==================== block 1
==> config.mk <==
export PLATFORM = sky130hd
export DESIGN_NAME = controle_multiciclo_flat
export DESIGN_NICKNAME = d
export VERILOG_FILES = /design/src/rtl/controle_multiciclo_if.sv /design/src/rtl/controle_multiciclo.sv /design/src/flat_wrapper.sv
export SDC_FILE = /design/constraint.sdc
export NUM_CORES = 1
export LEC_CHECK = 0
export CORE_MARGIN = 3
export CORE_UTILIZATION = 42
export DETAILED_ROUTE_END_ITERATION = 7
export PLACE_DENSITY = 0.87
export SYNTH_ARGS = -nofsm -noshare
export SYNTH_HDL_FRONTEND = slang
export SYNTH_SLANG_ARGS = --single-unit
==> constraint.sdc <==
create_clock -name clock -period 2.3 [get_ports clock]
set_input_delay 0.23 -clock clock [delete_from_list [all_inputs] [get_ports clock]]
set_output_delay 0.23 -clock clock [all_outputs]
set_load 0.03 [all_outputs]
==> src/rtl/controle_multiciclo_if.sv <==
// Control bus between the multicycle controller and the MIPS-subset datapath.
// master: the controller (reads IR fields and memory ready, drives every select/enable).
// slave : the datapath side.
interface controle_multiciclo_if;
  logic [5:0] opcode;
  logic [5:0] funct;
  logic       mem_pronta;
  logic       pc_escreve;
  logic       pc_escreve_cond;
  logic       ir_escreve;
  logic       mem_le;
  logic       mem_escreve;
  logic       i_ou_d;
  logic       reg_dst;
  logic       mem_para_reg;
  logic       reg_escreve;
  logic       alu_src_a;
  logic [1:0] alu_src_b;
  logic [1:0] alu_op;
  logic [1:0] pc_fonte;
  logic       instrucao_concluida;
  logic       erro;
  logic [3:0] estado;

  modport master (
    input  opcode, funct, mem_pronta,
    output pc_escreve, pc_escreve_cond, ir_escreve, mem_le, mem_escreve, i_ou_d,
           reg_dst, mem_para_reg, reg_escreve, alu_src_a, alu_src_b, alu_op,
           pc_fonte, instrucao_concluida, erro, estado
  );

  modport slave (
    output opcode, funct, mem_pronta,
    input  pc_escreve, pc_escreve_cond, ir_escreve, mem_le, mem_escreve, i_ou_d,
           reg_dst, mem_para_reg, reg_escreve, alu_src_a, alu_src_b, alu_op,
           pc_fonte, instrucao_concluida, erro, estado
  );
endinterface

==> src/rtl/controle_multiciclo.sv <==
// Multicycle MIPS-subset controller: sequences fetch/decode/execute/memory/write-back
// over a variable-latency memory, with a watchdog that parks the FSM in ERRO when a
// memory access stalls for TIMEOUT_MEM cycles (0 disables the watchdog).
module controle_multiciclo #(
  parameter int unsigned TIMEOUT_MEM = 16
) (
  input  logic                  clock,
  input  logic                  reset_n,
  controle_multiciclo_if.master ctrl
);

  typedef enum logic [3:0] {
    BUSCA       = 4'd0,
    DECODIFICA  = 4'd1,
    CALC_END    = 4'd2,
    LE_MEM      = 4'd3,
    WB_MEM      = 4'd4,
    ESCREVE_MEM = 4'd5,
    EXECUTA_R   = 4'd6,
    WB_R        = 4'd7,
    DESVIO      = 4'd8,
    SALTO       = 4'd9,
    EXECUTA_I   = 4'd10,
    WB_I        = 4'd11,
    ERRO        = 4'd15
  } estado_t;

  localparam logic [5:0] OP_R    = 6'h00;
  localparam logic [5:0] OP_J    = 6'h02;
  localparam logic [5:0] OP_BEQ  = 6'h04;
  localparam logic [5:0] OP_ADDI = 6'h08;
  localparam logic [5:0] OP_ANDI = 6'h0C;
  localparam logic [5:0] OP_ORI  = 6'h0D;
  localparam logic [5:0] OP_LW   = 6'h23;
  localparam logic [5:0] OP_SW   = 6'h2B;

  localparam int unsigned    WD_W   = (TIMEOUT_MEM > 1) ? $clog2(TIMEOUT_MEM) : 1;
  localparam logic [WD_W-1:0] WD_MAX = (TIMEOUT_MEM > 0) ? WD_W'(TIMEOUT_MEM - 1) : '0;

  estado_t         estado;
  estado_t         proximo;
  logic [WD_W-1:0] watchdog;
  logic            espera;
  logic            estouro;

  // A cycle counts toward the watchdog only while a memory request is pending.
  assign espera  = (estado == BUSCA || estado == LE_MEM || estado == ESCREVE_MEM) && !ctrl.mem_pronta;
  assign estouro = (TIMEOUT_MEM != 0) && (watchdog == WD_MAX);

  // Next-state selection; a ready on the last watchdog cycle still takes the normal path.
  always_comb begin
    proximo = estado;
    case (estado)
      BUSCA:       if (ctrl.mem_pronta) proximo = DECODIFICA;
      DECODIFICA: begin
        case (ctrl.opcode)
          OP_R:                    proximo = EXECUTA_R;
          OP_LW, OP_SW:            proximo = CALC_END;
          OP_BEQ:                  proximo = DESVIO;
          OP_J:                    proximo = SALTO;
          OP_ADDI, OP_ANDI, OP_ORI: proximo = EXECUTA_I;
          default:                 proximo = ERRO;
        endcase
      end
      CALC_END:    proximo = (ctrl.opcode == OP_SW) ? ESCREVE_MEM : LE_MEM;
      LE_MEM:      if (ctrl.mem_pronta) proximo = WB_MEM;
      WB_MEM:      proximo = BUSCA;
      ESCREVE_MEM: if (ctrl.mem_pronta) proximo = BUSCA;
      EXECUTA_R:   proximo = WB_R;
      WB_R:        proximo = BUSCA;
      DESVIO:      proximo = BUSCA;
      SALTO:       proximo = BUSCA;
      EXECUTA_I:   proximo = WB_I;
      WB_I:        proximo = BUSCA;
      ERRO:        proximo = ERRO;
      default:     proximo = ERRO;
    endcase
    if (espera && estouro) proximo = ERRO;
  end

  // State register and watchdog; the count restarts whenever the state changes.
  always_ff @(posedge clock) begin
    if (!reset_n) begin
      estado   <= BUSCA;
      watchdog <= '0;
    end else begin
      estado <= proximo;
      if (proximo != estado) watchdog <= '0;
      else if (espera)       watchdog <= watchdog + 1'b1;
    end
  end

  // Control decode from the current state; fetch and store completion react to mem_pronta.
  always_comb begin
    ctrl.pc_escreve          = 1'b0;
    ctrl.pc_escreve_cond     = 1'b0;
    ctrl.ir_escreve          = 1'b0;
    ctrl.mem_le              = 1'b0;
    ctrl.mem_escreve         = 1'b0;
    ctrl.i_ou_d              = 1'b0;
    ctrl.reg_dst             = 1'b0;
    ctrl.mem_para_reg        = 1'b0;
    ctrl.reg_escreve         = 1'b0;
    ctrl.alu_src_a           = 1'b0;
    ctrl.alu_src_b           = 2'b00;
    ctrl.alu_op              = 2'b00;
    ctrl.pc_fonte            = 2'b00;
    ctrl.instrucao_concluida = 1'b0;
    ctrl.erro                = 1'b0;
    ctrl.estado              = estado;
    case (estado)
      BUSCA: begin
        ctrl.mem_le     = 1'b1;
        ctrl.alu_src_b  = 2'b01;
        ctrl.ir_escreve = ctrl.mem_pronta;
        ctrl.pc_escreve = ctrl.mem_pronta;
      end
      DECODIFICA: ctrl.alu_src_b = 2'b11;
      CALC_END: begin
        ctrl.alu_src_a = 1'b1;
        ctrl.alu_src_b = 2'b10;
      end
      LE_MEM: begin
        ctrl.mem_le = 1'b1;
        ctrl.i_ou_d = 1'b1;
      end
      WB_MEM: begin
        ctrl.reg_escreve         = 1'b1;
        ctrl.mem_para_reg        = 1'b1;
        ctrl.reg_dst             = 1'b1;
        ctrl.instrucao_concluida = 1'b1;
      end
      ESCREVE_MEM: begin
        ctrl.mem_escreve         = 1'b1;
        ctrl.i_ou_d              = 1'b1;
        ctrl.instrucao_concluida = ctrl.mem_pronta;
      end
      EXECUTA_R: begin
        ctrl.alu_src_a = 1'b1;
        ctrl.alu_op    = 2'b10;
      end
      WB_R: begin
        ctrl.reg_escreve         = 1'b1;
        ctrl.instrucao_concluida = 1'b1;
      end
      DESVIO: begin
        ctrl.alu_src_a           = 1'b1;
        ctrl.alu_op              = 2'b01;
        ctrl.pc_escreve_cond     = 1'b1;
        ctrl.pc_fonte            = 2'b01;
        ctrl.instrucao_concluida = 1'b1;
      end
      SALTO: begin
        ctrl.pc_escreve          = 1'b1;
        ctrl.pc_fonte            = 2'b10;
        ctrl.instrucao_concluida = 1'b1;
      end
      EXECUTA_I: begin
        ctrl.alu_src_a = 1'b1;
        ctrl.alu_src_b = 2'b10;
        ctrl.alu_op    = (ctrl.opcode == OP_ADDI) ? 2'b00 : 2'b11;
      end
      WB_I: begin
        ctrl.reg_escreve         = 1'b1;
        ctrl.reg_dst             = 1'b1;
        ctrl.instrucao_concluida = 1'b1;
      end
      ERRO:    ctrl.erro = 1'b1;
      default: ctrl.erro = 1'b0;
    endcase
  end

endmodule

==> src/flat_wrapper.sv <==
// flat-port wrapper written by rule: the top's interface ports become plain ports
module controle_multiciclo_flat 
#(
  parameter int unsigned TIMEOUT_MEM = 16
)
  (clock, reset_n, ctrl_opcode, ctrl_funct, ctrl_mem_pronta, ctrl_pc_escreve, ctrl_pc_escreve_cond, ctrl_ir_escreve, ctrl_mem_le, ctrl_mem_escreve, ctrl_i_ou_d, ctrl_reg_dst, ctrl_mem_para_reg, ctrl_reg_escreve, ctrl_alu_src_a, ctrl_alu_src_b, ctrl_alu_op, ctrl_pc_fonte, ctrl_instrucao_concluida, ctrl_erro, ctrl_estado);
  controle_multiciclo_if ctrl_i ();
  input  logic clock;
  input  logic reset_n;
  input wire logic [$bits(ctrl_i.opcode)-1:0] ctrl_opcode;
  input wire logic [$bits(ctrl_i.funct)-1:0] ctrl_funct;
  input wire logic [$bits(ctrl_i.mem_pronta)-1:0] ctrl_mem_pronta;
  output wire logic [$bits(ctrl_i.pc_escreve)-1:0] ctrl_pc_escreve;
  output wire logic [$bits(ctrl_i.pc_escreve_cond)-1:0] ctrl_pc_escreve_cond;
  output wire logic [$bits(ctrl_i.ir_escreve)-1:0] ctrl_ir_escreve;
  output wire logic [$bits(ctrl_i.mem_le)-1:0] ctrl_mem_le;
  output wire logic [$bits(ctrl_i.mem_escreve)-1:0] ctrl_mem_escreve;
  output wire logic [$bits(ctrl_i.i_ou_d)-1:0] ctrl_i_ou_d;
  output wire logic [$bits(ctrl_i.reg_dst)-1:0] ctrl_reg_dst;
  output wire logic [$bits(ctrl_i.mem_para_reg)-1:0] ctrl_mem_para_reg;
  output wire logic [$bits(ctrl_i.reg_escreve)-1:0] ctrl_reg_escreve;
  output wire logic [$bits(ctrl_i.alu_src_a)-1:0] ctrl_alu_src_a;
  output wire logic [$bits(ctrl_i.alu_src_b)-1:0] ctrl_alu_src_b;
  output wire logic [$bits(ctrl_i.alu_op)-1:0] ctrl_alu_op;
  output wire logic [$bits(ctrl_i.pc_fonte)-1:0] ctrl_pc_fonte;
  output wire logic [$bits(ctrl_i.instrucao_concluida)-1:0] ctrl_instrucao_concluida;
  output wire logic [$bits(ctrl_i.erro)-1:0] ctrl_erro;
  output wire logic [$bits(ctrl_i.estado)-1:0] ctrl_estado;
  assign ctrl_i.opcode = ctrl_opcode;
  assign ctrl_i.funct = ctrl_funct;
  assign ctrl_i.mem_pronta = ctrl_mem_pronta;
  assign ctrl_pc_escreve = ctrl_i.pc_escreve;
  assign ctrl_pc_escreve_cond = ctrl_i.pc_escreve_cond;
  assign ctrl_ir_escreve = ctrl_i.ir_escreve;
  assign ctrl_mem_le = ctrl_i.mem_le;
  assign ctrl_mem_escreve = ctrl_i.mem_escreve;
  assign ctrl_i_ou_d = ctrl_i.i_ou_d;
  assign ctrl_reg_dst = ctrl_i.reg_dst;
  assign ctrl_mem_para_reg = ctrl_i.mem_para_reg;
  assign ctrl_reg_escreve = ctrl_i.reg_escreve;
  assign ctrl_alu_src_a = ctrl_i.alu_src_a;
  assign ctrl_alu_src_b = ctrl_i.alu_src_b;
  assign ctrl_alu_op = ctrl_i.alu_op;
  assign ctrl_pc_fonte = ctrl_i.pc_fonte;
  assign ctrl_instrucao_concluida = ctrl_i.instrucao_concluida;
  assign ctrl_erro = ctrl_i.erro;
  assign ctrl_estado = ctrl_i.estado;
  controle_multiciclo #(.TIMEOUT_MEM(TIMEOUT_MEM)) u_core (.clock(clock), .reset_n(reset_n), .ctrl(ctrl_i));
endmodule
==================== block 2
## config.mk

```make
export PLATFORM = sky130hd
export DESIGN_NAME = serial_wide_adder_csla16
export DESIGN_NICKNAME = d
export VERILOG_FILES = /design/src/rtl/serial_wide_adder_csla16_pkg.sv /design/src/rtl/serial_wide_adder_csla16_csa.sv /design/src/rtl/serial_wide_adder_csla16.sv
export SDC_FILE = /design/constraint.sdc
export NUM_CORES = 1
export LEC_CHECK = 0
export CORE_ASPECT_RATIO = 2
export CORE_MARGIN = 5
export CORE_UTILIZATION = 30
export DETAILED_ROUTE_END_ITERATION = 10
export PLACE_DENSITY = 0.49
export RECOVER_POWER = 25
export SLEW_MARGIN = 10
export SYNTH_ARGS = -nofsm -noshare
export SYNTH_HDL_FRONTEND = slang
export SYNTH_SLANG_ARGS = --single-unit
export TNS_END_PERCENT = 5
```

## constraint.sdc

```tcl
create_clock -name clk -period 3.91 [get_ports clk]
set_input_delay 0.391 -clock clk [delete_from_list [all_inputs] [get_ports clk]]
set_output_delay 0.391 -clock clk [all_outputs]
set_load 0.01 [all_outputs]
```

## src/rtl/serial_wide_adder_csla16_pkg.sv

```systemverilog
// Shared constants, FSM state type and sizing helper for the serial wide adder.
package serial_wide_adder_csla16_pkg;

    localparam int unsigned SLICE_W = 16;

    // Square-root group partition of the 16-bit slice: 2+2+3+4+5.
    localparam int unsigned GRP_N = 5;
    localparam int unsigned GRP_LO [GRP_N] = '{0, 2, 4, 7, 11};
    localparam int unsigned GRP_W  [GRP_N] = '{2, 2, 3, 4, 5};

    typedef enum logic [1:0] {
        ST_IDLE = 2'd0,
        ST_RUN  = 2'd1,
        ST_DONE = 2'd2
    } state_e;

    function automatic int unsigned cnt_width(input int unsigned words);
        return (words > 1) ? $clog2(words) : 1;
    endfunction

endpackage

```

## src/rtl/serial_wide_adder_csla16_csa.sv

```systemverilog
// 16-bit square-root carry-select adder: each group precomputes sums for both
// carry-in values and the incoming group carry selects one.
module carry_select_adder_rca_16_sqrt
    import serial_wide_adder_csla16_pkg::*;
(
    input  logic [SLICE_W-1:0] a_i,
    input  logic [SLICE_W-1:0] b_i,
    input  logic               cin_i,
    output logic [SLICE_W-1:0] sum_o,
    output logic               cout_o
);

    logic [GRP_N:0] c_grp;

    assign c_grp[0] = cin_i;

    for (genvar g = 0; g < GRP_N; g++) begin : g_grp
        localparam int unsigned LO = GRP_LO[g];
        localparam int unsigned W  = GRP_W[g];
        localparam logic [W:0]  ONE = {{W{1'b0}}, 1'b1};

        logic [W:0] r0;
        logic [W:0] r1;

        // r0 tops out at 2^(W+1)-2, so r0+1 never overflows W+1 bits.
        assign r0 = {1'b0, a_i[LO +: W]} + {1'b0, b_i[LO +: W]};
        assign r1 = r0 + ONE;

        assign sum_o[LO +: W] = c_grp[g] ? r1[W-1:0] : r0[W-1:0];
        assign c_grp[g+1]     = c_grp[g] ? r1[W]     : r0[W];
    end

    assign cout_o = c_grp[GRP_N];

endmodule

```

## src/rtl/serial_wide_adder_csla16.sv

```systemverilog
// Serial multi-word adder: one 16-bit carry-select slice per cycle, valid/ready on both sides.
// Optional signed-overflow output enabled by defining SERIAL_ADDER_OVF_EN.
module serial_wide_adder_csla16
    import serial_wide_adder_csla16_pkg::*;
#(
    parameter int unsigned WORDS = 4
) (
    input  logic                       clk,
    input  logic                       rst_n,
    input  logic                       in_valid,
    output logic                       in_ready,
    input  logic [SLICE_W*WORDS-1:0]   a,
    input  logic [SLICE_W*WORDS-1:0]   b,
    input  logic                       cin,
    output logic                       out_valid,
    input  logic                       out_ready,
    output logic [SLICE_W*WORDS-1:0]   sum,
    output logic                       cout
`ifdef SERIAL_ADDER_OVF_EN
    ,
    output logic                       ovf
`endif
);

    localparam int unsigned W     = SLICE_W * WORDS;
    localparam int unsigned CNT_W = cnt_width(WORDS);

    state_e             state_q, state_d;
    logic [W-1:0]       a_sh_q, a_sh_d;
    logic [W-1:0]       b_sh_q, b_sh_d;
    logic [W-1:0]       sum_sh_q, sum_sh_d;
    logic               carry_q, carry_d;
    logic [CNT_W-1:0]   cnt_q, cnt_d;
    logic [SLICE_W-1:0] slice_sum;
    logic               slice_cout;
    logic               last_slice;

    carry_select_adder_rca_16_sqrt u_slice (
        .a_i    (a_sh_q[SLICE_W-1:0]),
        .b_i    (b_sh_q[SLICE_W-1:0]),
        .cin_i  (carry_q),
        .sum_o  (slice_sum),
        .cout_o (slice_cout)
    );

    assign last_slice = (cnt_q == CNT_W'(WORDS - 1));

    always_comb begin
        state_d  = state_q;
        a_sh_d   = a_sh_q;
        b_sh_d   = b_sh_q;
        sum_sh_d = sum_sh_q;
        carry_d  = carry_q;
        cnt_d    = cnt_q;
        case (state_q)
            ST_IDLE: begin
                if (in_valid) begin
                    a_sh_d  = a;
                    b_sh_d  = b;
                    carry_d = cin;
                    cnt_d   = '0;
                    state_d = ST_RUN;
                end
            end
            ST_RUN: begin
                a_sh_d   = a_sh_q >> SLICE_W;
                b_sh_d   = b_sh_q >> SLICE_W;
                // Concatenate-then-shift also covers WORDS==1 without an empty slice.
                sum_sh_d = W'({slice_sum, sum_sh_q} >> SLICE_W);
                carry_d  = slice_cout;
                cnt_d    = cnt_q + CNT_W'(1);
                if (last_slice) begin
                    state_d = ST_DONE;
                end
            end
            ST_DONE: begin
                if (out_ready) begin
                    state_d = ST_IDLE;
                end
            end
            default: state_d = ST_IDLE;
        endcase
    end

    always_ff @(posedge clk or negedge rst_n) begin
        if (!rst_n) begin
            state_q  <= ST_IDLE;
            a_sh_q   <= '0;
            b_sh_q   <= '0;
            sum_sh_q <= '0;
            carry_q  <= 1'b0;
            cnt_q    <= '0;
        end else begin
            state_q  <= state_d;
            a_sh_q   <= a_sh_d;
            b_sh_q   <= b_sh_d;
            sum_sh_q <= sum_sh_d;
            carry_q  <= carry_d;
            cnt_q    <= cnt_d;
        end
    end

`ifdef SERIAL_ADDER_OVF_EN
    logic ovf_q, ovf_d;

    always_comb begin
        ovf_d = ovf_q;
        if (state_q == ST_RUN && last_slice) begin
            ovf_d = (a_sh_q[SLICE_W-1] == b_sh_q[SLICE_W-1]) &&
                    (slice_sum[SLICE_W-1] != a_sh_q[SLICE_W-1]);
        end
    end

    always_ff @(posedge clk or negedge rst_n) begin
        if (!rst_n) begin
            ovf_q <= 1'b0;
        end else begin
            ovf_q <= ovf_d;
        end
    end

    assign ovf = ovf_q;
`endif

    assign in_ready  = (state_q == ST_IDLE);
    assign out_valid = (state_q == ST_DONE);
    assign sum       = sum_sh_q;
    assign cout      = carry_q;

endmodule
```

==================== block 3
## config.mk

```make
export PLATFORM = sky130hd
export DESIGN_NAME = neureka_tcdm_arbiter
export DESIGN_NICKNAME = d
export VERILOG_FILES = /design/src/rtl/neureka_tcdm_arbiter.sv
export SDC_FILE = /design/constraint.sdc
export NUM_CORES = 1
export LEC_CHECK = 0
export CORE_AREA = 8 8 508 510
export DETAILED_ROUTE_END_ITERATION = 10
export DIE_AREA = 0 0 516 518
export PLACE_DENSITY = 0.3
export SYNTH_ARGS = -nofsm -noshare
export SYNTH_HDL_FRONTEND = slang
export SYNTH_SLANG_ARGS = --single-unit
```

## constraint.sdc

```tcl
create_clock -name clk_i -period 9.6 [get_ports clk_i]
set_clock_uncertainty 0.2 [all_clocks]
set_input_delay 2.88 -clock clk_i [delete_from_list [all_inputs] [get_ports clk_i]]
set_output_delay 2.88 -clock clk_i [all_outputs]
set_load 0.01 [all_outputs]
```

## src/rtl/neureka_tcdm_arbiter.sv

```systemverilog
// neureka_tcdm_arbiter
// Shares one TCDM initiator port between N_LOAD read streams and one store
// stream. Stores have priority, bounded by an anti-starvation counter; loads
// are served round-robin. A stalled request is locked until granted. Read
// responses are routed back to the issuing load through an in-order ID FIFO.
//
// Ports
//   clk_i, rst_ni, clear_i, enable_i     : clock, async low reset, soft clear, issue enable
//   ld_req_i/ld_add_i/ld_gnt_o           : per-load read request / address / grant
//   ld_r_valid_o/ld_r_data_o             : per-load response valid, broadcast data
//   st_req_i/st_add_i/st_data_i/st_be_i  : store request
//   st_gnt_o                             : store grant
//   tcdm_*                               : shared TCDM port (wen = 1 means read)
//   busy_o                               : reads outstanding or lock held
//   err_o                                : sticky, response arrived with nothing outstanding
module neureka_tcdm_arbiter #(
  parameter int unsigned N_LOAD    = 4,
  parameter int unsigned AW        = 32,
  parameter int unsigned DW        = 256,
  parameter int unsigned MAX_OUTST = 4,
  parameter int unsigned ST_BURST  = 8
) (
  input  logic                        clk_i,
  input  logic                        rst_ni,
  input  logic                        clear_i,
  input  logic                        enable_i,
  input  logic [N_LOAD-1:0]           ld_req_i,
  input  logic [N_LOAD-1:0][AW-1:0]   ld_add_i,
  output logic [N_LOAD-1:0]           ld_gnt_o,
  output logic [N_LOAD-1:0]           ld_r_valid_o,
  output logic [DW-1:0]               ld_r_data_o,
  input  logic                        st_req_i,
  input  logic [AW-1:0]               st_add_i,
  input  logic [DW-1:0]               st_data_i,
  input  logic [DW/8-1:0]             st_be_i,
  output logic                        st_gnt_o,
  output logic                        tcdm_req_o,
  output logic                        tcdm_wen_o,
  output logic [AW-1:0]               tcdm_add_o,
  output logic [DW-1:0]               tcdm_data_o,
  output logic [DW/8-1:0]             tcdm_be_o,
  input  logic                        tcdm_gnt_i,
  input  logic                        tcdm_r_valid_i,
  input  logic [DW-1:0]               tcdm_r_data_i,
  output logic                        busy_o,
  output logic                        err_o
);

  localparam int unsigned IW = (N_LOAD > 1) ? $clog2(N_LOAD) : 1;
  localparam int unsigned CW = $clog2(ST_BURST + 1);
  localparam int unsigned QW = $clog2(MAX_OUTST + 1);
  localparam int unsigned PW = $clog2(MAX_OUTST);

  typedef struct packed {
    logic           st;
    logic [IW-1:0]  idx;
    logic [AW-1:0]  add;
    logic [DW-1:0]  data;
    logic [DW/8-1:0] be;
  } sel_t;

  sel_t          sel, st_sel, lock_sel_q;
  logic          sel_vld, lock_q;
  logic          ld_found, full, accept, ld_acc, pop, push;
  logic [IW-1:0] ld_idx, cand, rr_q;
  logic [CW-1:0] st_cnt_q;
  logic [QW-1:0] out_cnt_q;
  logic [PW-1:0] wr_q, rd_q;
  logic [IW-1:0] id_q [MAX_OUTST];
  logic          err_q;

  assign full = (out_cnt_q == QW'(MAX_OUTST));

  always_comb begin
    st_sel      = '0;
    st_sel.st   = 1'b1;
    st_sel.add  = st_add_i;
    st_sel.data = st_data_i;
    st_sel.be   = st_be_i;
  end

  // first requesting load at or after rr_q, cyclic
  always_comb begin
    ld_found = 1'b0;
    ld_idx   = '0;
    cand     = '0;
    for (int unsigned k = 0; k < N_LOAD; k++) begin
      cand = IW'((32'(rr_q) + k) % N_LOAD);
      if (!ld_found && ld_req_i[cand]) begin
        ld_found = 1'b1;
        ld_idx   = cand;
      end
    end
  end

  always_comb begin
    sel     = '0;
    sel_vld = 1'b0;
    if (lock_q) begin
      // a stalled request is replayed unchanged, ignoring enable and competitors
      sel     = lock_sel_q;
      sel_vld = 1'b1;
    end else if (enable_i) begin
      if (st_req_i && (st_cnt_q < CW'(ST_BURST))) begin
        sel     = st_sel;
        sel_vld = 1'b1;
      end else if (ld_found && !full) begin
        sel.idx = ld_idx;
        sel.add = ld_add_i[ld_idx];
        sel_vld = 1'b1;
      end else if (st_req_i) begin
        sel     = st_sel;
        sel_vld = 1'b1;
      end
    end
  end

  assign tcdm_req_o  = sel_vld;
  assign tcdm_wen_o  = sel_vld & ~sel.st;
  assign tcdm_add_o  = sel.add;
  assign tcdm_data_o = sel.data;
  assign tcdm_be_o   = sel.be;

  assign accept   = tcdm_req_o & tcdm_gnt_i;
  assign ld_acc   = accept & ~sel.st;
  assign st_gnt_o = accept & sel.st;

  always_comb begin
    ld_gnt_o = '0;
    if (ld_acc) ld_gnt_o[sel.idx] = 1'b1;
  end

  // response routing
  assign push = ld_acc;
  assign pop  = tcdm_r_valid_i & (out_cnt_q != '0);

  always_comb begin
    ld_r_valid_o = '0;
    if (pop) ld_r_valid_o[id_q[rd_q]] = 1'b1;
  end
  assign ld_r_data_o = tcdm_r_data_i;

  assign busy_o = lock_q | (out_cnt_q != '0);
  assign err_o  = err_q;

  // FIFO payload needs no reset: it is only read while the count is nonzero
  always_ff @(posedge clk_i) begin
    if (push) id_q[wr_q] <= sel.idx;
  end

  always_ff @(posedge clk_i or negedge rst_ni) begin
    if (!rst_ni) begin
      lock_q     <= 1'b0;
      lock_sel_q <= '0;
      rr_q       <= '0;
      st_cnt_q   <= '0;
      out_cnt_q  <= '0;
      wr_q       <= '0;
      rd_q       <= '0;
      err_q      <= 1'b0;
    end else if (clear_i) begin
      lock_q     <= 1'b0;
      lock_sel_q <= '0;
      rr_q       <= '0;
      st_cnt_q   <= '0;
      out_cnt_q  <= '0;
      wr_q       <= '0;
      rd_q       <= '0;
      err_q      <= 1'b0;
    end else begin
      if (tcdm_req_o && !tcdm_gnt_i) begin
        lock_q     <= 1'b1;
        lock_sel_q <= sel;
      end else if (accept) begin
        lock_q <= 1'b0;
      end

      if (ld_acc) rr_q <= (sel.idx == IW'(N_LOAD - 1)) ? '0 : sel.idx + 1'b1;

      if (ld_acc || (ld_req_i == '0)) st_cnt_q <= '0;
      else if (st_gnt_o && (st_cnt_q != CW'(ST_BURST))) st_cnt_q <= st_cnt_q + 1'b1;

      if (push) wr_q <= (wr_q == PW'(MAX_OUTST - 1)) ? '0 : wr_q + 1'b1;
      if (pop)  rd_q <= (rd_q == PW'(MAX_OUTST - 1)) ? '0 : rd_q + 1'b1;
      if (push && !pop)      out_cnt_q <= out_cnt_q + 1'b1;
      else if (pop && !push) out_cnt_q <= out_cnt_q - 1'b1;

      if (tcdm_r_valid_i && (out_cnt_q == '0)) err_q <= 1'b1;
    end
  end

endmodule

```

### Metal 4, block 2

Bar = 50 um.
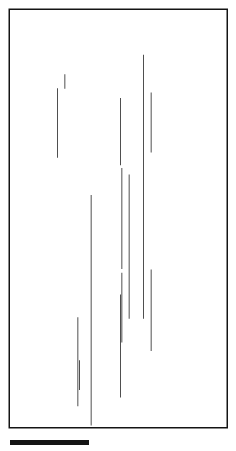
longest straight run: 166 um
wire length on this layer: 830 um
share of all routed wire: 2.7%
nets with wire on the layer: 8
main direction: vertical

==> impl_metrics.yaml, block 2 <==
# generated from flow reports
status:
  status: "complete, but fails checks"
  violations: "capacitance limit, slew limit"
layout:
  sh_seq_area_pct: 39.3
  final_cell_mix: "clkdlybuf4s50_1, dfrtp_1, nand2_1"
  logic_gates: 702
  nNonClkInverters: 15
global_routing:
  grt_first_pass_wirelength_um: 46800
synthesis:
  synthesis.nets: 1150
  ys_seq_share_pct: 51.5
  ys_warn_count: 0
  largest_area_cell: "dfrtp_1"
  async_reset_ff_share_pct: 100
run:
  maxCapViolCount: 1
  warning_count: 26
clock_tree:
  htree_num_levels: 4
placement:
  port-buffer-count: 199
  placed_cell_area_sq_um: 12000
power:
  pwr-share-comb_pct: 43.3
sta:
  drv_slew: 61
drt:
  vias: 7851
setup_path:
  crit-reg2reg-launch: "a_sh_q[0]"
[block 2: kinds of logic after synthesis]
logic type | count (synthesis) | share of synthesized area (%)
buffers and inverters | 93 | 4.09
adder cells (fa/ha/maj) | 25 | 3.66
flip-flops | 197 | 51.5
AND-OR/OR-AND | 363 | 23.5
multiplexers | 5 | 0.523
AND/OR/NAND/NOR | 293 | 15.0
XOR/XNOR | 16 | 1.74
[block 2: worst max-delay path, delay by kind of cell (launching register included)]
family / cells / cell delay (ns)
fa+ha+maj: 3 / 0.90
xor+xnor: 1 / 0.19
compound gates: 5 / 1.21
flops: 1 / 0.40
simple gates: 1 / 0.43
[block 2: worst paths after layout]
kind | cells after the start | slack, ns | end
setup / recovery | 10 | 0.67 | cout
hold / removal | 2 | 0.47 | sum[8]
setup reg to reg | 10 | 0.67 | cout
hold reg to reg | 2 | 0.47 | sum[8]
max in group asynchronous | 3 | 1.29 | sum[45]
min in group asynchronous | 2 | 0.53 | a_sh_q[58]
[block 2: routing by layer]
metal  global-route usage [%]  routed length (um)
met5                        0                   0
met2                     29.9               16200
met3                     3.43                1330
met4                     7.39                 829
met1                     19.9               12000
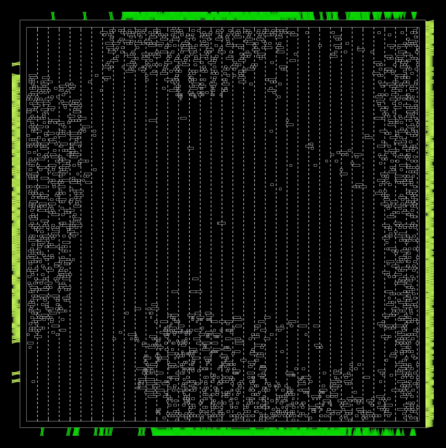
*Cell outlines without signal wires, block 3*
Finished Layout Cells: 5,713
Core Area: 250,000 sq um
register fraction of the total cell area: 27.3%
sequential cells: 346

==> impl_metrics.yaml, block 3 <==
# generated from flow reports
status:
  status: "complete, no violations"
synthesis:
  topCellsByArea: "dfrtp_1, buf_4, a32o_1"
  synth_flops: 346
  flop_cell: "dfrtp_1"
  synthesis.nets: 2912
  ys_warn_count: 0
setup_path:
  arrival_ns: 5.86
  startpoint: "ld_req_i[2]"
layout:
  fin_nets: 3046
clock_tree:
  cts_tree: "done"
power:
  ir_worst_vdd_mv: 0.119
  p_leak_nw: 11.8
drt:
  ant_nets: 0
global_routing:
  grt_pass1_vias: 19300
  grt_max_degree: 118
placement:
  placed_cell_area_sq_um: 30100
block 3: state kept, by name, summed over array words and instances, names as in the netlist:
name	flops
st_cnt_q	4
id_q	8
out_cnt_q	3
err_o	1
lock_sel_q	323
rr_q	2
wr_q	2
rd_q	2
lock_q	1
block 3: worst paths after layout:
| check | endpoint | slack (ns) |
|---|---|---|
| min in group asynchronous | lock_sel_q[218] | 2.09 |
| min | lock_sel_q[296] | 0.28 |
| min reg2reg | lock_sel_q[296] | 0.28 |
| max in group asynchronous | lock_sel_q[110] | 5.37 |
| max reg2reg | lock_sel_q[61] | 5.73 |
| max | tcdm_data_o[187] | 0.66 |
block 3: final cells by class:
cell class / instances / area, sq um
inverters: 12 / 52.6
repair buffers: 861 / 8830
fillers: 28500 / 218000
clock inverters: 19 / 205
multi-input cells: 1045 / 8360
clock buffers: 76 / 1520
well taps: 3348 / 4190
flip-flops and latches: 346 / 8700
diodes: 6 / 15.0
block 3: metal layers:
metal	global-route usage, %	vias up	wire length (um)
met5	0	-	112
met4	3.09	16	4780
met3	5.38	220	17700
met2	16.9	1013	67100
met1	9.85	9162	49000
li1	-	7985	-
### Cell outlines without signal wires, block 1

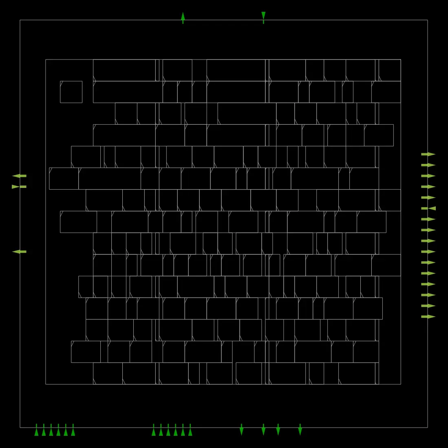
post-layout util: 77.9%
Core Area: 1820 sq um
register fraction of the total cell area: 11.8%

### Metal layers overlaid, block 1

Bar = 20 um.
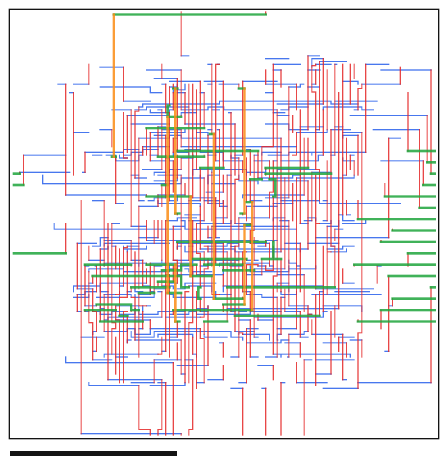
[metal 1] blue | wire length: 1,150 um
[metal 3] green | wire length: 282 um
[metal 4] orange | wire length: 127 um
[metal 2] red | wire length: 1,520 um

==> impl_metrics.yaml, block 1 <==
# generated from flow reports
clock_tree:
  cts_tree: "done"
  cts_num_sinks: 8
  numCtsBuffers: 3
  cts_repair_resize_count: 6
setup_path:
  crit_family: "simple AND/OR/NAND/NOR gates"
  path_buffers: 1
  cpPeakStageDelay_ns: 0.51
  worstPathRequired_ns: 2.48
  rrSetupSlack_ns: 0.09
  r2r_end: "u_core.watchdog[2]"
  crit_fanout: 4
  crit-reg2reg-launch: "u_core.ctrl.estado[1]"
  arrival_ns: 2.47
drt:
  top_layer_used: "met4"
  wl_per_cell_um: 15.6
  wl_met2_um: 1510
sta:
  hold_ws_ns: 0.583
  drv_slew: 0
  period_needed_ns: 2.28
  grt_setup_unrepaired: "yes"
  final-hold-violation-count: 0
  setup_viol: 0
synthesis:
  ys_sh_xor_pct: 5.10
  topCellsByArea: "dfxtp_1, nor3_1, nor2_1"
  flop_cell: "dfxtp_1"
  synthCells: 125
  synth_flops: 8
  ys_cells: 125
placement:
  port-buffer-count: 30
power:
  pwr-share-clk_pct: 4.7
  p_int_mw: 1.07
  finalPower_mw: 2.29
  powerClk_uw: 108
  powerComb_mw: 1.86
  powerDensity_nw_per_um2: 1620
die:
  die_y_um: 51.2
  die_w_um: 51.2
  rows: 15
  initCoreUtil_pct: 47.1
status:
  status: "complete, no violations"
layout:
  area_growth_syn_to_layout_pct: 65.2
  fin_nets: 190
  finish.instance_area_sq_um: 1420
min_path:
  hold_path.class: "reg2reg"
==> block 1: worst min-delay path by stage <==
| stage | depth (start not counted) | to | slack (ns) | from |
|---|---|---|---|---|
| 2_1_floorplan | 2 | u_core.ctrl.estado[0] | 0.41 | reset_n |
| 3_5_place_dp | 2 | u_core.watchdog[1] | 0.58 | u_core.watchdog[1] |
| 5_1_grt | 2 | u_core.watchdog[3] | 0.61 | u_core.watchdog[3] |
| 4_1_cts | 3 | u_core.ctrl.estado[0] | 0.58 | reset_n |
| 3_3_place_gp | 2 | u_core.watchdog[3] | 0.55 | u_core.watchdog[3] |
| 6_report | 2 | u_core.watchdog[3] | 0.58 | u_core.watchdog[3] |
==> block 1: layer usage <==
layer	vias up	global-route usage [%]
met3	19	6.41
li1	562	-
met1	538	27.6
met4	0	14.3
met5	-	0
met2	97	40.8
==> block 1: cell type report <==
type                            count  area, sq um
Inverter                            2         7.51
Sequential cell                     8          168
Fill cell                         125          403
Timing Repair Buffer               54          499
Tap cell                           25         31.3
Multi-Input combinational cell    105          689
Clock buffer                        3         22.5
==> block 1: sequential cells by signal, indices dropped and copies added (netlist names) <==
name / count
u_core.watchdog: 4
u_core.ctrl.estado: 4

==================== block 4
### Metal 4, block 4

Bar = 200 um.
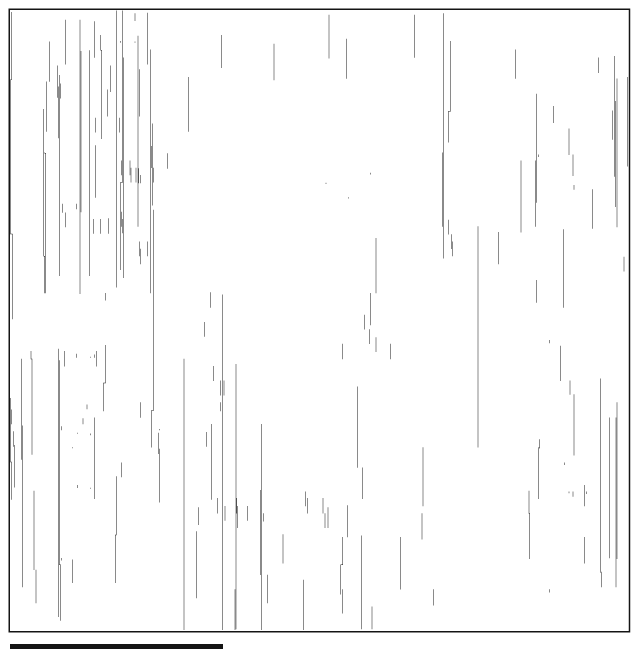

--- config.mk ---
export PLATFORM = sky130hd
export DESIGN_NAME = closest_hit_scheduler
export DESIGN_NICKNAME = d
export VERILOG_FILES = /design/src/rtl/definitions_pack.sv /design/src/rtl/hit_tracker.sv /design/src/rtl/closest_hit_scheduler.sv
export SDC_FILE = /design/constraint.sdc
export NUM_CORES = 2
export LEC_CHECK = 0
export CAP_MARGIN = 5
export CORE_AREA = 2 2 579 581
export DETAILED_ROUTE_END_ITERATION = 12
export DIE_AREA = 0 0 581 583
export GPL_TIMING_DRIVEN = 0
export PLACE_DENSITY = 0.36
export SYNTH_ARGS = -nofsm -noshare
export SYNTH_HDL_FRONTEND = slang
export SYNTH_SLANG_ARGS = --single-unit
export TNS_END_PERCENT = 30
--- constraint.sdc ---
create_clock -name clock -period 3.82 [get_ports clock]
set_input_delay 0.764 -clock clock [delete_from_list [all_inputs] [get_ports clock]]
set_output_delay 0.764 -clock clock [all_outputs]
set_load 0.01 [all_outputs]
--- src/rtl/definitions_pack.sv ---
// Shared types and constants for the closest-hit scheduler and its engines.
// Fixed-point values are signed Q16.16.
package definitions_pack;

  typedef logic signed [31:0] fixed;

  typedef struct packed {
    fixed x;
    fixed y;
    fixed z;
  } vector;

  typedef struct packed {
    fixed x;
    fixed y;
    fixed z;
  } point;

  typedef struct packed {
    point v1;
    point v2;
    point v3;
  } triangle;

  typedef struct packed {
    point  origin;
    vector dir;
  } ray;

  localparam fixed       FIXED_MAX     = 32'sh7FFF_FFFF;
  // Smallest distance treated as a real hit; rejects self-intersection noise.
  localparam fixed       T_EPS         = 32'sd16;

  localparam logic [1:0] CODE_MISS     = 2'd0;
  localparam logic [1:0] CODE_HIT      = 2'd1;
  localparam logic [1:0] CODE_PARALLEL = 2'd2;

  typedef enum logic [3:0] {
    S_IDLE,
    S_FETCH,
    S_ISTART,
    S_IWAIT,
    S_CMP,
    S_NSEL,
    S_NSTART,
    S_NWAIT,
    S_NORM_SKIP,
    S_FIN
  } sched_state_t;

endpackage

--- src/rtl/hit_tracker.sv ---
// Nearest-hit bookkeeping: compares one engine result per update strobe and
// keeps the closest accepted distance, its index and its triangle.
module hit_tracker
  import definitions_pack::*;
#(
  parameter int IDX_W = 10
) (
  input  logic             clock,
  input  logic             reset,
  input  logic             clear,
  input  logic             update,
  input  fixed             cand_t,
  input  logic [1:0]       cand_code,
  input  logic [IDX_W-1:0] cand_idx,
  input  triangle          cand_tri,
  output logic             hit,
  output logic [IDX_W-1:0] hit_idx,
  output fixed             t_min,
  output triangle          best_tri
);

  logic accept;

  // Strict less-than means an equal distance never displaces an earlier index.
  assign accept = update && (cand_code == CODE_HIT) &&
                  (cand_t > T_EPS) && (cand_t < t_min);

  // Nearest-hit registers: cleared per ray, overwritten by each better candidate.
  always_ff @(posedge clock or negedge reset) begin
    if (!reset) begin
      hit      <= 1'b0;
      hit_idx  <= '0;
      t_min    <= FIXED_MAX;
      best_tri <= '0;
    end else if (clear) begin
      // NOTE: best_tri is left stale here; it is only ever read while hit is set.
      hit      <= 1'b0;
      hit_idx  <= '0;
      t_min    <= FIXED_MAX;
    end else if (accept) begin
      hit      <= 1'b1;
      hit_idx  <= cand_idx;
      t_min    <= cand_t;
      best_tri <= cand_tri;
    end
  end

endmodule

--- src/rtl/closest_hit_scheduler.sv ---
// Per-ray controller: fetches each triangle, runs the intersection engine on
// it, tracks the nearest hit, then runs the normal unit once on the winner.
module closest_hit_scheduler
  import definitions_pack::*;
#(
  parameter int                IDX_W    = 10,
  parameter int                WDOG_W   = 16,
  parameter logic [WDOG_W-1:0] WDOG_MAX = 16'hFFFF
) (
  input  logic             clock,
  input  logic             reset,
  input  logic             ray_start,
  input  ray               ray_in,
  input  logic [IDX_W-1:0] tri_count,
  output logic             busy,
  output logic             tri_req,
  output logic [IDX_W-1:0] tri_addr,
  input  logic             tri_valid,
  input  triangle          tri_data,
  output logic             isect_start,
  input  logic             isect_ready,
  input  fixed             isect_t,
  input  logic [1:0]       isect_code,
  output logic             norm_start,
  input  logic             norm_ready,
  input  vector            norm_normal,
  input  point             norm_point,
  output ray               eng_r,
  output point             eng_v1,
  output point             eng_v2,
  output point             eng_v3,
  output fixed             eng_t,
  output logic             done,
  output logic             hit,
  output logic [IDX_W-1:0] hit_idx,
  output fixed             t_min,
  output vector            hit_normal,
  output point             hit_point,
  output logic             err
);

  sched_state_t      state, state_next;
  logic [IDX_W-1:0]  idx, count, idx_inc;
  logic [WDOG_W-1:0] wdog;
  logic              wdog_expired, in_wait, start_ok, abort;
  triangle           eng_tri, best_tri;
  fixed              res_t;
  logic [1:0]        res_code;

  assign idx_inc      = idx + 1'b1;
  assign in_wait      = (state == S_FETCH) || (state == S_IWAIT) || (state == S_NWAIT);
  assign wdog_expired = (wdog == WDOG_MAX);
  assign busy         = (state != S_IDLE);
  assign tri_addr     = idx;
  assign eng_v1       = eng_tri.v1;
  assign eng_v2       = eng_tri.v2;
  assign eng_v3       = eng_tri.v3;

  // State register.
  always_ff @(posedge clock or negedge reset) begin
    if (!reset) state <= S_IDLE;
    // NOTE: sequential state uses <= so every register samples pre-edge values.
    else        state <= state_next;
  end

  // Next-state decode and one-cycle strobes.
  always_comb begin
    // NOTE: defaults first; any path that skips an assignment would infer a latch.
    state_next  = state;
    tri_req     = 1'b0;
    isect_start = 1'b0;
    norm_start  = 1'b0;
    done        = 1'b0;
    start_ok    = 1'b0;
    abort       = 1'b0;
    case (state)
      S_IDLE: if (ray_start) begin
        start_ok   = 1'b1;
        state_next = (tri_count == '0) ? S_NORM_SKIP : S_FETCH;
      end
      S_FETCH: begin
        tri_req = 1'b1;
        if (tri_valid) state_next = S_ISTART;
        else if (wdog_expired) begin
          tri_req    = 1'b0;
          abort      = 1'b1;
          state_next = S_FIN;
        end
      end
      S_ISTART: begin
        isect_start = 1'b1;
        state_next  = S_IWAIT;
      end
      S_IWAIT: begin
        if (isect_ready) state_next = S_CMP;
        else if (wdog_expired) begin
          abort      = 1'b1;
          state_next = S_FIN;
        end
      end
      S_CMP:    state_next = (idx_inc == count) ? S_NSEL : S_FETCH;
      S_NSEL:   state_next = hit ? S_NSTART : S_FIN;
      S_NSTART: begin
        norm_start = 1'b1;
        state_next = S_NWAIT;
      end
      S_NWAIT: begin
        if (norm_ready) state_next = S_FIN;
        else if (wdog_expired) begin
          abort      = 1'b1;
          state_next = S_FIN;
        end
      end
      S_NORM_SKIP, S_FIN: begin
        done       = 1'b1;
        state_next = S_IDLE;
      end
      default: state_next = S_IDLE;
    endcase
  end

  // Watchdog: restarts on entry to each wait state, counts while waiting.
  always_ff @(posedge clock or negedge reset) begin
    if (!reset) wdog <= '0;
    else if ((state_next != state) && ((state_next == S_FETCH) ||
             (state_next == S_IWAIT) || (state_next == S_NWAIT)))
      wdog <= '0;
    else if (in_wait)
      wdog <= wdog + 1'b1;
  end

  // Datapath: latched ray, triangle under test, engine result, normal result.
  always_ff @(posedge clock or negedge reset) begin
    if (!reset) begin
      eng_r      <= '0;
      eng_tri    <= '0;
      eng_t      <= '0;
      count      <= '0;
      idx        <= '0;
      res_t      <= '0;
      res_code   <= '0;
      hit_normal <= '0;
      hit_point  <= '0;
      err        <= 1'b0;
    end else begin
      if (start_ok) begin
        eng_r      <= ray_in;
        count      <= tri_count;
        idx        <= '0;
        err        <= 1'b0;
        hit_normal <= '0;
        hit_point  <= '0;
      end
      if ((state == S_FETCH) && tri_valid) eng_tri <= tri_data;
      // The engine need not hold its result, so capture it on the ready cycle.
      if ((state == S_IWAIT) && isect_ready) begin
        res_t    <= isect_t;
        res_code <= isect_code;
      end
      if (state == S_CMP) idx <= idx_inc;
      if ((state == S_NSEL) && hit) begin
        eng_tri <= best_tri;
        eng_t   <= t_min;
      end
      if ((state == S_NWAIT) && norm_ready) begin
        hit_normal <= norm_normal;
        hit_point  <= norm_point;
      end
      if (abort) err <= 1'b1;
    end
  end

  hit_tracker #(.IDX_W(IDX_W)) u_tracker (
    .clock     (clock),
    .reset     (reset),
    .clear     (start_ok || abort),
    .update    (state == S_CMP),
    .cand_t    (res_t),
    .cand_code (res_code),
    .cand_idx  (idx),
    .cand_tri  (eng_tri),
    .hit       (hit),
    .hit_idx   (hit_idx),
    .t_min     (t_min),
    .best_tri  (best_tri)
  );

endmodule

==================== block 5
$ cat config.mk
export PLATFORM = sky130hd
export DESIGN_NAME = alu_sequencer
export DESIGN_NICKNAME = d
export VERILOG_FILES = /design/src/rtl/alu_sequencer.sv
export SDC_FILE = /design/constraint.sdc
export NUM_CORES = 1
export LEC_CHECK = 0
export ABC_AREA = 1
export ABC_CLOCK_PERIOD_IN_PS = 3100
export CORE_ASPECT_RATIO = 0.8
export CORE_MARGIN = 1.5
export CORE_UTILIZATION = 45
export CTS_CLUSTER_DIAMETER = 200
export CTS_CLUSTER_SIZE = 8
export DETAILED_ROUTE_END_ITERATION = 8
export MAX_ROUTING_LAYER = met4
export PLACE_DENSITY = 0.77
export SLEW_MARGIN = 40
export SYNTH_ARGS = -nofsm -noshare
export SYNTH_HDL_FRONTEND = slang
export SYNTH_SLANG_ARGS = --single-unit
$ cat constraint.sdc
create_clock -name clk -period 3.1 [get_ports clk]
set_clock_uncertainty 0.1 [all_clocks]
set_input_delay 0.465 -clock clk [delete_from_list [all_inputs] [get_ports clk]]
set_output_delay 0.465 -clock clk [all_outputs]
set_load 0.005 [all_outputs]
$ cat src/rtl/alu_sequencer.sv
// Operand-side initiator for the 16-bit ALU: takes a command, drives registered
// operands, waits SETTLE cycles per iteration and returns the final result.
module alu_sequencer #(
   parameter int WIDTH  = 16,
   parameter int SETTLE = 1
) (
   input  logic             clk,
   input  logic             rst,
   input  logic             cmd_valid,
   output logic             cmd_ready,
   input  logic [WIDTH-1:0] cmd_da,
   input  logic [WIDTH-1:0] cmd_db,
   input  logic [2:0]       cmd_ctl,
   input  logic [3:0]       cmd_shift,
   input  logic             cmd_chain,
   input  logic [3:0]       cmd_repeat,
   output logic [WIDTH-1:0] ALU_DA,
   output logic [WIDTH-1:0] ALU_DB,
   output logic [2:0]       ALU_CTL,
   output logic [3:0]       ALU_SHIFT,
   input  logic [WIDTH-1:0] ALU_DC,
   input  logic             ALU_OverFlow,
   output logic             rsp_valid,
   input  logic             rsp_ready,
   output logic [WIDTH-1:0] rsp_data,
   output logic             rsp_overflow,
   output logic             busy
);
   localparam int SW = (SETTLE > 1) ? $clog2(SETTLE) : 1;
   localparam logic [SW-1:0] SETTLE_LD = SW'(SETTLE - 1);

   typedef enum logic [1:0] {IDLE, DRIVE, RESP} state_t;

   state_t           state;
   logic [WIDTH-1:0] last_result;
   logic [3:0]       iter;
   logic [SW-1:0]    settle;
   logic             ovf_acc;

   always_ff @(posedge clk or posedge rst) begin
      if (rst) begin
         state        <= IDLE;
         cmd_ready    <= 1'b1;
         rsp_valid    <= 1'b0;
         rsp_data     <= '0;
         rsp_overflow <= 1'b0;
         busy         <= 1'b0;
         ALU_DA       <= '0;
         ALU_DB       <= '0;
         ALU_CTL      <= '0;
         ALU_SHIFT    <= '0;
         last_result  <= '0;
         iter         <= '0;
         settle       <= '0;
         ovf_acc      <= 1'b0;
      end else begin
         case (state)
            IDLE: begin
               if (cmd_valid) begin
                  ALU_DA    <= cmd_chain ? last_result : cmd_da;
                  ALU_DB    <= cmd_db;
                  ALU_CTL   <= cmd_ctl;
                  ALU_SHIFT <= cmd_shift;
                  iter      <= cmd_repeat;
                  settle    <= SETTLE_LD;
                  ovf_acc   <= 1'b0;
                  cmd_ready <= 1'b0;
                  busy      <= 1'b1;
                  state     <= DRIVE;
               end
            end
            DRIVE: begin
               if (settle != '0) begin
                  settle <= settle - 1'b1;
               end else if (iter == '0) begin
                  rsp_data     <= ALU_DC;
                  rsp_overflow <= ovf_acc | ALU_OverFlow;
                  rsp_valid    <= 1'b1;
                  state        <= RESP;
               end else begin
                  // feed the result back as operand A for the next pass
                  ALU_DA  <= ALU_DC;
                  ovf_acc <= ovf_acc | ALU_OverFlow;
                  iter    <= iter - 1'b1;
                  settle  <= SETTLE_LD;
               end
            end
            RESP: begin
               if (rsp_ready) begin
                  last_result <= rsp_data;
                  rsp_valid   <= 1'b0;
                  cmd_ready   <= 1'b1;
                  busy        <= 1'b0;
                  state       <= IDLE;
               end
            end
            default: state <= IDLE;
         endcase
      end
   end
endmodule

### Metal layers overlaid, block 4

Bar = 200 um.
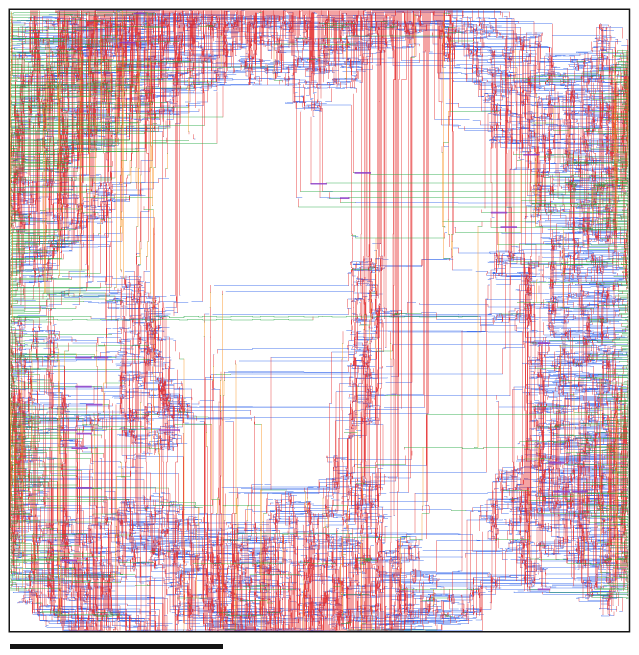
[metal 3] green | wire length: 28.7 mm
[metal 5] purple | wire length: 299 um
[metal 1] blue | wire length: 103 mm
[metal 2] red | wire length: 146 mm
[metal 4] orange | wire length: 10,200 um

Notes on 'Metal 4' of block 4 above:
wire length on this layer: 10,200 um
share of all routed wire: 3.6%
longest straight run: 315 um
nets with wire on the layer: 144
main direction: vertical

==> impl_metrics.yaml, block 4 <==
# generated from flow reports
drt:
  wl_um: 288000
  dr.pass1.iters: 6
  drc: 0
setup_path:
  startpoint: "u_tracker.t_min[13]"
  worst_setup_path_start_kind: "register"
  crit_cells: 12
  arrival_ns: 4.28
  crit-reg2reg-launch: "u_tracker.t_min[13]"
  rrSetupSlack_ns: 0.23
  crit_fanout: 10
status:
  status: "complete, no violations"
synthesis:
  ys_area_sq_um: 45800
  syn_avg_cell_area_sq_um: 10.9
  top_area_share_pct: 59.0
  compound_area_share_pct: 9.39
  ys_sh_xor_pct: 0.555
  ys_warn_count: 0
  flop_cell: "dfrtp_1"
  largest_area_cell: "dfrtp_1"
  ys_cells: 4212
  syn_area_sq_um: 45800
sta:
  slew-limit-headroom_pct: 26.5
  period_needed_ns: 3.59
  worst_pin_slew_ns: 1.10
  hold_ws_ns: 0.449
  setup_viol: 0
placement:
  pre_cts_slack_ns: -1.11
  gp_congestion: 0.911
layout:
  area_growth_syn_to_layout_pct: 56.5
  final_cell_mix: "clkdlybuf4s50_1, nand2_1, dfrtp_1"
  final_util_pct: 21.5
  fin_nets: 6617
die:
  die_w_um: 581
  die_y_um: 583
  io-pin-count: 1485
  coreArea_sq_um: 332000
  initCoreUtil_pct: 13.8
power:
  p_int_mw: 35.0
  ir_worst_vdd_mv: 0.403
run:
  maxCapViolCount: 0
global_routing:
  grt_first_pass_wirelength_um: 383000
  antenna_found_initial: 122
clock_tree:
  cts_hold_buf: 1
  clkSlewWorstSetupHoldPaths_ns: 0.06
  cts_buffer_depth: 4
  numCtsBuffers: 152
  cts_num_sinks: 1110
[block 4: flip-flops by register name (all words and copies together) (netlist names), 16 cells and up]
name,cells
eng_r,192
eng_t,32
eng_v1,96
eng_v2,96
eng_v3,96
hit_normal,96
hit_point,96
res_t,32
u_tracker.best_tri,288
u_tracker.t_min,32
wdog,16
[block 4: through the flow]
| stage | cells | area, sq um |
|---|---|---|
| after floorplan | 4212 | 45800 |
| after CTS | 10400 | 71500 |
| after global routing | 10400 | 71600 |
| final | 10400 | 71600 |
| after detailed placement | 10100 | 66400 |
| after global placement | 10100 | 66100 |
[block 4: per-layer routing]
metal  wire length (um)  part of all wire, %  vias to the layer above  GRT usage [%]
li1                   -                    -                    17600              -
met5                299                 0.10                        -              0
met4              10200                  3.5                       46           5.48
met2             146000                   51                     1568           29.3
met3              28700                   10                      420           6.98
met1             103000                   36                    19900           17.3
[block 4: area by class of cell]
class                           instances  area, sq um
Clock buffer                          215         4330
Buffer                                280         1520
Fill cell                           36100       261000
Multi-Input combinational cell       2744        16200
Inverter                               77          289
Tap cell                             4387         5490
Sequential cell                      1110        27800
Clock inverter                         55          726
Antenna cell                           37         92.6
Timing Repair Buffer                 1497        15200
### Metal layers overlaid, block 5

Bar = 20 um.
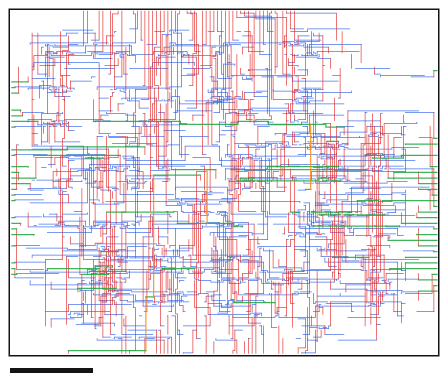
[metal 4] orange | wire length: 70.7 um
[metal 1] blue | wire length: 4,100 um
[metal 3] green | wire length: 613 um
[metal 2] red | wire length: 4,330 um

==> impl_metrics.yaml, block 5 <==
# generated from flow reports
setup_path:
  cp_cell_sequence: "inv_2, nand2_2, inv_2, nand2_2, nand2_4, inv_4, nand2_1, nand2_1"
  crit_family: "simple AND/OR/NAND/NOR gates"
  slowest_stage: "inv_2"
  worst_setup_path_start_kind: "register"
  ff2ff_path_depth: 8
  worstSetupPathType: "reg2reg"
  crit_cells: 8
drt:
  drtIter0Drc: 219
  met1_length_um: 4100
synthesis:
  ys_sh_xor_pct: 0
status:
  status: "complete, no violations"
sta:
  setup_viol: 0
power:
  p_int_mw: 3.24
  p_sw_share_pct: 37.3
placement:
  gp_congestion: 0.799
global_routing:
  grt_first_pass_wirelength_um: 15300
die:
  chipArea_sq_um: 8530
  die_y_um: 82.9
-- block 5: area by class of cell --
cell class                 count  area (sq um)  area share (%)
clock buffer                  10           138            2.70
clock inverter                 6          88.8            1.74
inverter                      44           169            3.32
multi-input combinational    292          1240            24.5
sequential                    82          2050            40.3
tap                          105           131            2.58
timing repair buffer         126          1270            24.9
-- block 5: registers in the layout (all words and copies together), names as in the netlist --
signal / count
ovf_acc: 1
rsp_data: 16
rsp_valid: 1
ALU_DB: 16
ALU_SHIFT: 4
state: 2
busy: 1
cmd_ready: 1
last_result: 16
ALU_CTL: 3
ALU_DA: 16
rsp_overflow: 1
iter: 4
-- block 5: worst min-delay path: stages, from the launching register on --
cell and delay (ns):
dfrtp_1 0.35, nand2_1 0.05, nand2_1 0.05
-- block 5: through the flow --
step | hold slack, ns | instance area, sq um | power, mW
2_1_floorplan | 0.352 | 3590 | 3.22
3_3_place_gp | 0.352 | 4860 | 4.22
3_5_place_dp | 0.365 | 4860 | 4.31
4_1_cts | 0.377 | 5090 | 5.21
5_1_grt | 0.409 | 5090 | 5.60
6_report | 0.382 | 5090 | 5.17


==> layout pictures side by side <==
Cell classes on the final placement.
Plate I
Bar = 200 um. Fill, decap, tap and diode cells in gray.
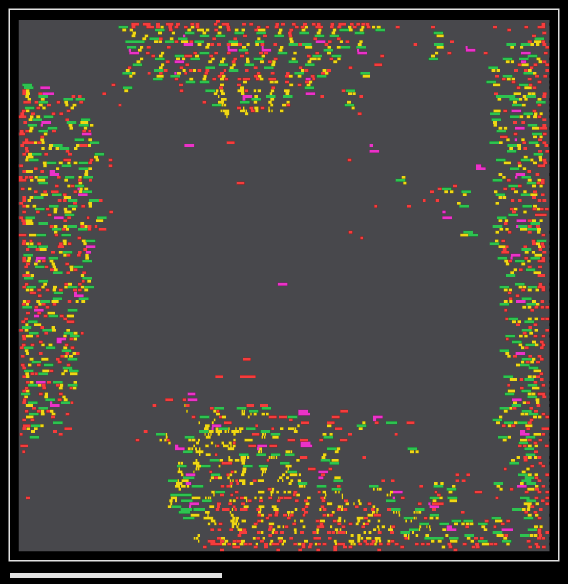
Plate II
Bar = 20 um. Fill, decap, tap and diode cells in gray.
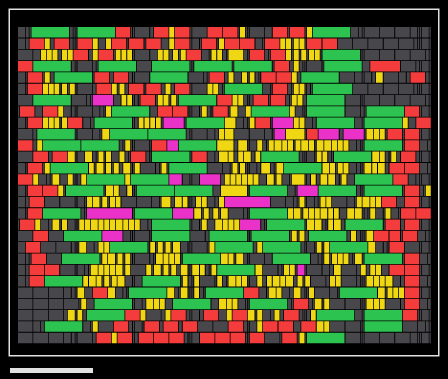
Plate III
Bar = 200 um. Fill, decap, tap and diode cells in gray.
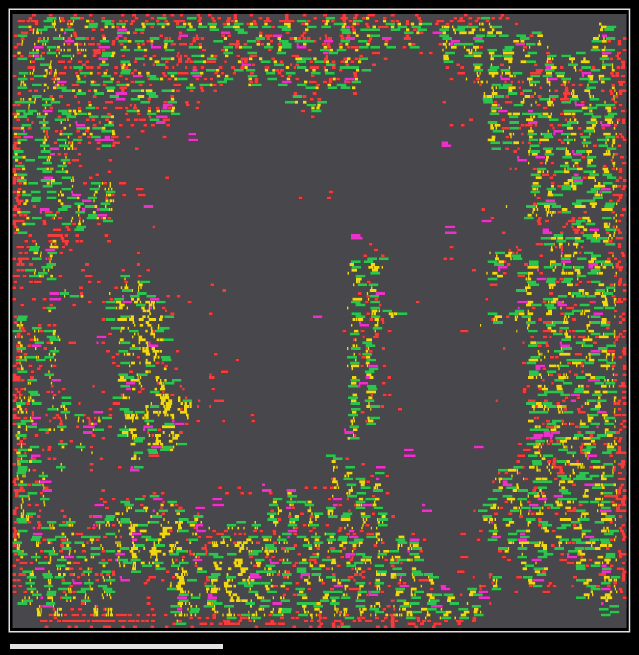
Plate IV
Bar = 20 um. Fill, decap, tap and diode cells in gray.
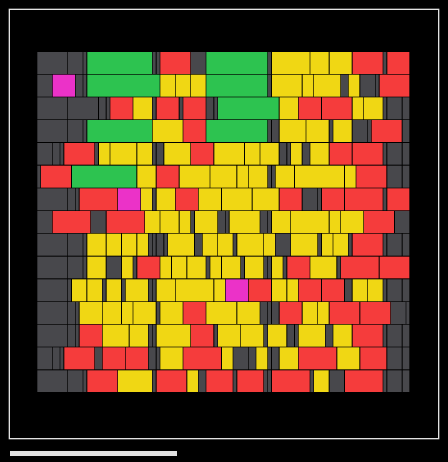
Plate V
Bar = 50 um. Fill, decap, tap and diode cells in gray.
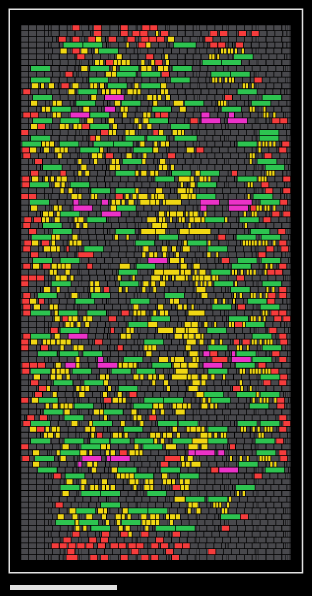
- Plate V = block 2
- Plate I = block 3
- Plate II = block 5
- Plate III = block 4
- Plate IV = block 1
Of these, most cells: Plate III
Of these, highest utilization: Plate IV

Key to Plate I:
[remaining buffers and delay cells] red | cells: 861
[clock drivers and dummy loads] magenta | cells: 95
[sequential cells] green | cells: 346
[combinational and other logic] yellow | cells: 1,057

Power figures rest on the tool's default switching activity, not on a simulated workload.
